# ---- instr_fetch_queue ----
Fig. 1: instr_fetch_queue, cells coloured by class
Scale bar: 50 um.
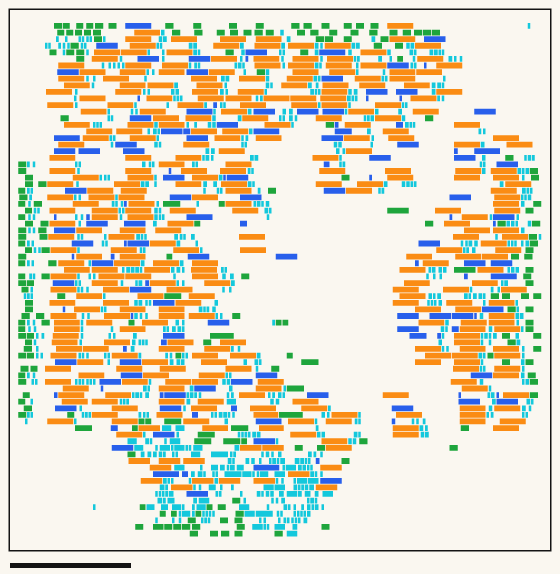

===== config.mk =====
export PLATFORM = sky130hd
export DESIGN_NAME = instr_fetch_queue
export DESIGN_NICKNAME = d
export VERILOG_FILES = /design/src/rtl/instr_fetch_queue.sv
export SDC_FILE = /design/constraint.sdc
export NUM_CORES = 1
export LEC_CHECK = 0
export ABC_AREA = 1
export CAP_MARGIN = 0
export CORE_MARGIN = 3
export CORE_UTILIZATION = 30
export CTS_CLUSTER_DIAMETER = 30
export DETAILED_ROUTE_END_ITERATION = 8
export PLACE_DENSITY = 0.59
export SYNTH_ARGS = -nofsm -noshare
export SYNTH_HDL_FRONTEND = slang
export SYNTH_SLANG_ARGS = --single-unit

===== constraint.sdc =====
create_clock -name clk_i -period 4 [get_ports clk_i]
set_input_delay 1.2 -clock clk_i [delete_from_list [all_inputs] [get_ports clk_i]]
set_output_delay 1.2 -clock clk_i [all_outputs]
set_load 0.01 [all_outputs]

===== src/rtl/instr_fetch_queue.sv =====
// rtl/instr_fetch_queue.sv - PC-to-imem request issue, in-flight tracking and instruction FIFO
//
// Ports:
//   clk_i, PCrst_i                    clock (rising edge), asynchronous active-low reset
//   pc_i, pc_valid_i, pc_ready_o      PC candidate from fetch; ready means consumed this cycle
//   flush_i                           redirect pulse, discards queued and in-flight fetches
//   imem_req_o, imem_addr_o           memory request and word-aligned address
//   imem_gnt_i                        request accepted
//   imem_rvalid_i, imem_rdata_i,
//   imem_err_i                        in-order response, data and bus error
//   instr_valid_o, instr_o,
//   instr_pc_o, instr_err_o,
//   instr_ready_i                     FIFO head towards decode with valid/ready handshake
//   count_o                           FIFO occupancy
module instr_fetch_queue #(
    parameter int DEPTH   = 4,
    parameter int MAX_OUT = 2
) (
    input  logic                     clk_i,
    input  logic                     PCrst_i,
    input  logic [31:0]              pc_i,
    input  logic                     pc_valid_i,
    output logic                     pc_ready_o,
    input  logic                     flush_i,
    output logic                     imem_req_o,
    output logic [31:0]              imem_addr_o,
    input  logic                     imem_gnt_i,
    input  logic                     imem_rvalid_i,
    input  logic [31:0]              imem_rdata_i,
    input  logic                     imem_err_i,
    output logic                     instr_valid_o,
    output logic [31:0]              instr_o,
    output logic [31:0]              instr_pc_o,
    output logic                     instr_err_o,
    input  logic                     instr_ready_i,
    output logic [$clog2(DEPTH):0]   count_o
);

    localparam int AW = $clog2(DEPTH);
    localparam int CW = AW + 1;
    localparam int PW = (MAX_OUT > 1) ? $clog2(MAX_OUT) : 1;
    localparam int OW = $clog2(MAX_OUT + 1);
    // Discard headroom: back-to-back redirects while old responses are still
    // draining add up, so the counter is wider than one MAX_OUT window.
    localparam int DW = OW + 4;

    logic [31:0]   data_q [DEPTH];
    logic [31:0]   ipc_q  [DEPTH];
    logic          err_q  [DEPTH];
    logic [31:0]   pend_q [MAX_OUT];

    logic [AW-1:0] wr_ptr_q, rd_ptr_q;
    logic [CW-1:0] count_q;
    logic [PW-1:0] pwr_q, prd_q;
    logic [OW-1:0] out_q;
    logic [DW-1:0] discard_q;

    logic credit, grant, rsp_keep, push, pop;

    function automatic logic [PW-1:0] pinc(input logic [PW-1:0] p);
        return (32'(p) == MAX_OUT - 1) ? '0 : p + 1'b1;
    endfunction

    assign credit   = (32'(count_q) + 32'(out_q) < DEPTH) && (32'(out_q) < MAX_OUT);
    assign imem_req_o  = PCrst_i & pc_valid_i & credit & ~flush_i;
    assign imem_addr_o = imem_req_o ? {pc_i[31:2], 2'b00} : 32'h0;
    assign grant       = imem_req_o & imem_gnt_i;
    assign pc_ready_o  = grant;

    // Responses belonging to pre-redirect requests are swallowed until discard drains.
    assign rsp_keep = imem_rvalid_i & ~flush_i & (discard_q == '0);
    assign push     = rsp_keep;
    assign pop      = instr_valid_o & instr_ready_i & ~flush_i;

    assign instr_valid_o = (count_q != '0);
    assign instr_o       = instr_valid_o ? data_q[rd_ptr_q] : 32'h0;
    assign instr_pc_o    = instr_valid_o ? ipc_q[rd_ptr_q]  : 32'h0;
    assign instr_err_o   = instr_valid_o ? err_q[rd_ptr_q]  : 1'b0;
    assign count_o       = count_q;

    always_ff @(posedge clk_i or negedge PCrst_i) begin
        if (!PCrst_i) begin
            wr_ptr_q  <= '0;
            rd_ptr_q  <= '0;
            count_q   <= '0;
            pwr_q     <= '0;
            prd_q     <= '0;
            out_q     <= '0;
            discard_q <= '0;
        end else if (flush_i) begin
            wr_ptr_q  <= '0;
            rd_ptr_q  <= '0;
            count_q   <= '0;
            pwr_q     <= '0;
            prd_q     <= '0;
            out_q     <= '0;
            // The response landing in the flush cycle is one of the dropped ones.
            discard_q <= discard_q + DW'(out_q) - DW'(imem_rvalid_i);
        end else begin
            if (push) wr_ptr_q <= wr_ptr_q + 1'b1;
            if (pop)  rd_ptr_q <= rd_ptr_q + 1'b1;
            case ({push, pop})
                2'b10:   count_q <= count_q + 1'b1;
                2'b01:   count_q <= count_q - 1'b1;
                default: count_q <= count_q;
            endcase
            if (grant)    pwr_q <= pinc(pwr_q);
            if (rsp_keep) prd_q <= pinc(prd_q);
            case ({grant, rsp_keep})
                2'b10:   out_q <= out_q + 1'b1;
                2'b01:   out_q <= out_q - 1'b1;
                default: out_q <= out_q;
            endcase
            if (imem_rvalid_i && discard_q != '0) discard_q <= discard_q - 1'b1;
        end
    end

    // Storage needs no reset: occupancy counters gate every read.
    always_ff @(posedge clk_i) begin
        if (grant) pend_q[pwr_q] <= pc_i;
        if (push) begin
            data_q[wr_ptr_q] <= imem_rdata_i;
            ipc_q[wr_ptr_q]  <= pend_q[prd_q];
            err_q[wr_ptr_q]  <= imem_err_i;
        end
    end

    no_overflow: assert property (@(posedge clk_i) disable iff (!PCrst_i)
        !(push && !pop && count_q == CW'(DEPTH)));

endmodule


# ---- heading_hold_controller ----
==> src/rtl/heading_hold_controller.sv <==
// Heading-hold controller: turns toward a latched target yaw, settles within a
// deadband, then drives forward while holding heading; a timer guards turn/settle.
module heading_hold_controller #(
  parameter logic [2:0]  MOTOR_FORWARD  = 3'd0,
  parameter logic [2:0]  MOTOR_LEFT     = 3'd1,
  parameter logic [2:0]  MOTOR_RIGHT    = 3'd2,
  parameter logic [2:0]  MOTOR_STOP     = 3'd3,
  parameter int unsigned SETTLE_SAMPLES = 4
) (
  input  logic        clk,
  input  logic        reset,
  input  logic        ctrl_en,
  input  logic [15:0] yaw,
  input  logic        yaw_valid,
  input  logic [15:0] target_yaw,
  input  logic        start,
  input  logic        abort,
  input  logic [7:0]  deadband,
  input  logic [31:0] turn_timeout,
  output logic [2:0]  motor_out,
  output logic [15:0] yaw_error,
  output logic        busy,
  output logic        done,
  output logic        timeout_err
);

  typedef enum logic [2:0] {
    S_IDLE, S_WAIT_SAMPLE, S_TURN, S_SETTLE, S_HOLD, S_FAULT
  } state_t;

  localparam logic [7:0] SETTLE_N = SETTLE_SAMPLES[7:0];

  state_t       state_q, state_d;
  logic [15:0]  target_q, target_d;
  logic [31:0]  timer_q, timer_d;
  logic [7:0]   count_q, count_d;
  logic         right_q, right_d;
  logic [2:0]   motor_q, motor_d;
  logic [15:0]  yaw_err_q, yaw_err_d;
  logic         done_q, done_d;

  logic signed [16:0] diff, norm;
  logic [9:0]         abs10;
  logic               in_band, drift, err_pos, active;

  // Heading error folded into a single turn of the circle (one fold suffices
  // for headings inside the nominal gyro range).
  always_comb begin
    diff = $signed({1'b0, target_q}) - $signed({1'b0, yaw});
    norm = diff;
    if (diff > 17'sd180)
      norm = diff - 17'sd360;
    else if (diff <= -17'sd180)
      norm = diff + 17'sd360;
    abs10   = norm[16] ? 10'(-norm) : norm[9:0];
    in_band = abs10 <= {2'b00, deadband};
    drift   = abs10 > {1'b0, deadband, 1'b0};
    err_pos = !norm[16] && (norm != 17'sd0);
  end

  assign active = (state_q == S_WAIT_SAMPLE) || (state_q == S_TURN) || (state_q == S_SETTLE);

  always_comb begin
    state_d   = state_q;
    target_d  = target_q;
    timer_d   = timer_q;
    count_d   = count_q;
    right_d   = right_q;
    yaw_err_d = yaw_err_q;

    if (ctrl_en && yaw_valid)
      yaw_err_d = norm[15:0];

    if (abort) begin
      state_d = S_IDLE;
      timer_d = '0;
      count_d = '0;
    end else if (ctrl_en) begin
      if (active && (turn_timeout != '0) && (timer_q == turn_timeout)) begin
        state_d = S_FAULT;
      end else if (start && (state_q == S_IDLE || state_q == S_HOLD || state_q == S_FAULT)) begin
        target_d = target_yaw;
        timer_d  = '0;
        count_d  = '0;
        state_d  = S_WAIT_SAMPLE;
      end else begin
        if (active && (timer_q != '1))
          timer_d = timer_q + 32'd1;
        if (yaw_valid) begin
          unique case (state_q)
            S_WAIT_SAMPLE, S_TURN: begin
              if (in_band) begin
                count_d = 8'd1;
                state_d = (SETTLE_N > 8'd1) ? S_SETTLE : S_HOLD;
              end else begin
                state_d = S_TURN;
                right_d = err_pos;
              end
            end
            S_SETTLE: begin
              if (in_band) begin
                count_d = count_q + 8'd1;
                if (count_d >= SETTLE_N)
                  state_d = S_HOLD;
              end else begin
                count_d = '0;
                state_d = S_TURN;
                right_d = err_pos;
              end
            end
            S_HOLD: begin
              if (drift) begin
                state_d = S_TURN;
                timer_d = '0;
                right_d = err_pos;
              end
            end
            default: ;
          endcase
        end
      end
    end

    // Motor command is registered from the next state so it tracks transitions
    // with no extra cycle; a disabled controller always commands stop.
    motor_d = MOTOR_STOP;
    if (ctrl_en) begin
      unique case (state_d)
        S_TURN:  motor_d = right_d ? MOTOR_RIGHT : MOTOR_LEFT;
        S_HOLD:  motor_d = MOTOR_FORWARD;
        default: motor_d = MOTOR_STOP;
      endcase
    end

    done_d = (state_d == S_HOLD) && (state_q != S_HOLD);
  end

  always_ff @(posedge clk or negedge reset) begin
    if (!reset) begin
      state_q   <= S_IDLE;
      target_q  <= 16'd360;
      timer_q   <= '0;
      count_q   <= '0;
      right_q   <= 1'b0;
      motor_q   <= MOTOR_STOP;
      yaw_err_q <= '0;
      done_q    <= 1'b0;
    end else begin
      state_q   <= state_d;
      target_q  <= target_d;
      timer_q   <= timer_d;
      count_q   <= count_d;
      right_q   <= right_d;
      motor_q   <= motor_d;
      yaw_err_q <= yaw_err_d;
      done_q    <= done_d;
    end
  end

  assign motor_out   = motor_q;
  assign yaw_error   = yaw_err_q;
  assign busy        = active;
  assign done        = done_q;
  assign timeout_err = (state_q == S_FAULT);

endmodule

==> config.mk <==
export PLATFORM = sky130hd
export DESIGN_NAME = heading_hold_controller
export DESIGN_NICKNAME = d
export VERILOG_FILES = /design/src/rtl/heading_hold_controller.sv
export SDC_FILE = /design/constraint.sdc
export NUM_CORES = 1
export LEC_CHECK = 0
export CORE_UTILIZATION = 56
export CTS_BUF_LIST = sky130_fd_sc_hd__clkbuf_4 sky130_fd_sc_hd__clkbuf_8
export CTS_CLUSTER_SIZE = 8
export DETAILED_ROUTE_END_ITERATION = 16
export GPL_ROUTABILITY_DRIVEN = 0
export PLACE_DENSITY_LB_ADDON = 0.1
export SYNTH_ARGS = -nofsm -noshare
export SYNTH_HDL_FRONTEND = slang
export SYNTH_SLANG_ARGS = --single-unit
==> constraint.sdc <==
create_clock -name clk -period 9.1 [get_ports clk]
set_clock_uncertainty 0.05 [all_clocks]
set_input_delay 1.82 -clock clk [delete_from_list [all_inputs] [get_ports clk]]
set_output_delay 1.82 -clock clk [all_outputs]
set_load 0.02 [all_outputs]

==> notes/layouts.md <==
Pictures saved along the way, in no particular order.

The clock network.
(a)
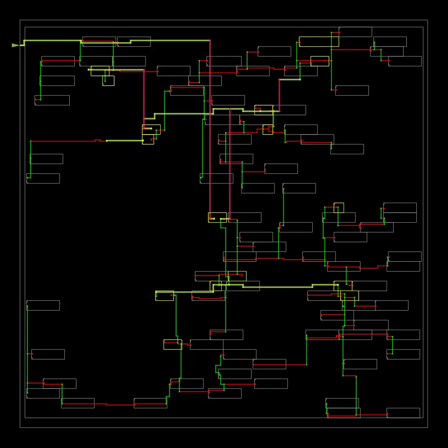
(b)
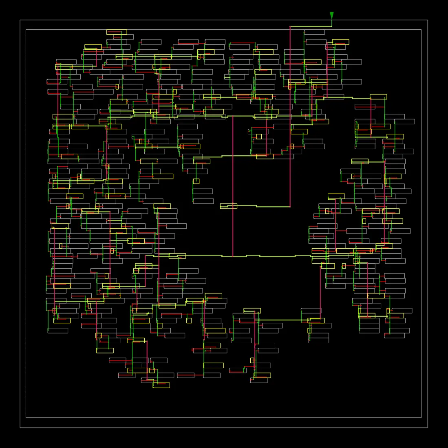
For instr_fetch_queue, see (b).
For heading_hold_controller, see (a).
Of these, most sequential cells: (b)
Of these, most clock buffers: (b)

Fig. 2: instr_fetch_queue, clock distribution
Scale bar: 50 um.
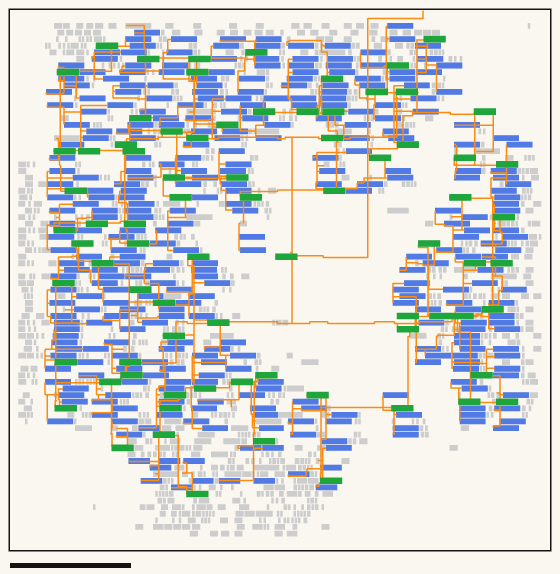
[clock drivers] green | count: 77
[flip-flops] blue | count: 341
[clock wires] orange | length: 4,760 um
flops lie: all over the die
setup skew after layout: 0.0168 ns
Late-Pin Clk Latency: 0.57 ns

Fig. 3: instr_fetch_queue, PDN straps and rails
Pins as bars on the die edge.
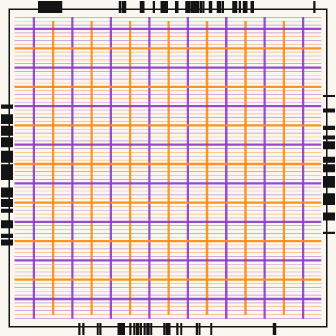
| net | colour |
|---|---|
| VDD | orange |
| VSS | purple |
met1 rails: 79
signal pins: 175
met4 straps: 15
met5 straps: 15
rows: 78
maximum vdd drop: 0.383 mV
die y size: 223 um
standard cell core area: 0.0459 sq mm
x dimension of the die: 223 um

Notes on Fig. 1 above:
| class | colour | cells |
|---|---|---|
| flops | orange | 341 |
| combinational and other logic | cyan | 807 |
| other buffers and delay cells | green | 205 |
| clock drivers and dummy loads | blue | 134 |
post-layout instance area: 0.0193 sq mm
floorplan row count: 78

==> qor.rpt, instr_fetch_queue <==
===========================================================================
Ratio of total power to cell area                               687 mW/mm^2
Number of levels in the clock H-tree                                      3
DRT met1 WL                                                       15,300 um
Run status                                                     complete, no violations
Number of logic gates                                                   729
Via total after detailed routing                                      9,357
Hold Path Cell Cnt                                                        2
Xor/xnor share of the synthesized area                              0.00186
PnR worst setup slack                                              0.116 ns
Sequential element share of the synthesized area                      0.720
Startpoint type of the worst setup path                          input port
Number of sequential cells in the layout                                341
Post-Syn Area                                                  0.0141 sq mm
Number of distinct library cells after synthesis                         35
Sequential cell area share                                            0.528
FF-to-FF End                                                    ipc_q[1][0]
Library cell with the highest instance count after synthesis       edfxtp_1
Amount of wire on met3 after detailed routing                       1770 um
Max clock buf depth                                                       3
Util after Layout                                                     0.420
Post-synthesis async set-or-reset flop share                         0.0499
Number of global-route vias before repair                             9,588
Max-cap viol count                                                        0
===========================================================================
==> instr_fetch_queue: flip-flops by register name, indices dropped and copies added, names as in the netlist <==
| signal | cells |
|---|---|
| wr_ptr_q | 2 |
| pwr_q | 1 |
| pend_q | 64 |
| discard_q | 6 |
| ipc_q | 128 |
| rd_ptr_q | 2 |
| prd_q | 1 |
| count_o | 3 |
| err_q | 4 |
| data_q | 128 |
| out_q | 2 |
==> instr_fetch_queue: kinds of logic after synthesis <==
logic type | Yosys count
AOI/OAI and AO/OA | 222
xor gates and xnor gates | 3
adders and majority gates | 20
buffers and inverters | 142
DFF | 341
other | 1
and+or+nand+nor | 482
Fig. 4: heading_hold_controller, signal wires by layer
Only two layers are drawn.
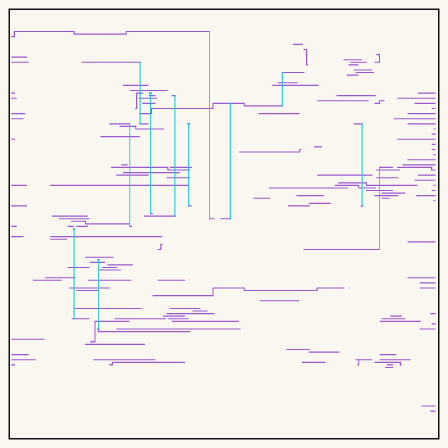
| layer | colour | wire length |
|---|---|---|
| metal 4 | cyan | 304 um |
| metal 3 | purple | 1,220 um |
via total after detailed routing: 6,809
global-route usage over all layers: 0.301
wire length per cell after detailed routing: 17.4 um

==> qor.rpt, heading_hold_controller <==
======================================================================
Via density per instance                                          6.22
Max transition margin                                            0.300
FF-to-FF End                                               timer_q[24]
Final Routed Wirelength                                      19,100 um
Worst R2R Start                                            target_q[0]
Family with the most delay on the worst path              AND-OR/OR-AND gates
Tally of buffers added on design ports                              98
Final critical path time including I/O delays and setup        8.44 ns
Startpoint type of the worst setup path                     input port
Starting utilization of the core area                            0.577
Worst min-delay path endpoint                             yaw_error[3]
Nets@finish                                                      1,040
# DRC                                                                0
Number of levels in the clock H-tree                                 3
Run status                                                complete, no violations
Commonest cells after routing, fill and taps aside        clkdlybuf4s50_1, o21ai_0, nand2_1, dfrtp_1, nor2_1
======================================================================
## heading_hold_controller: final cells by class
type                       count  area share
clock inverter                 5     0.00773
tap                          168      0.0255
inverter                      51      0.0232
sequential                    79       0.240
timing repair buffer         102       0.122
multi-input combinational    678       0.563
clock buffer                  11      0.0176
## heading_hold_controller: registers in the layout, indices dropped and copies added (netlist names)
signal     flops
timer_q       32
target_q      16
yaw_error     16
count_q        8
state_q        3
motor_out      2
done           1
right_q        1
## heading_hold_controller: per-layer routing
layer  GRT usage  part of all wire
met1       0.393              0.43
met2       0.515              0.49
met3      0.0505             0.064
met4      0.0825             0.016
met5           0                 0

Power and IR drop assume default switching activity.
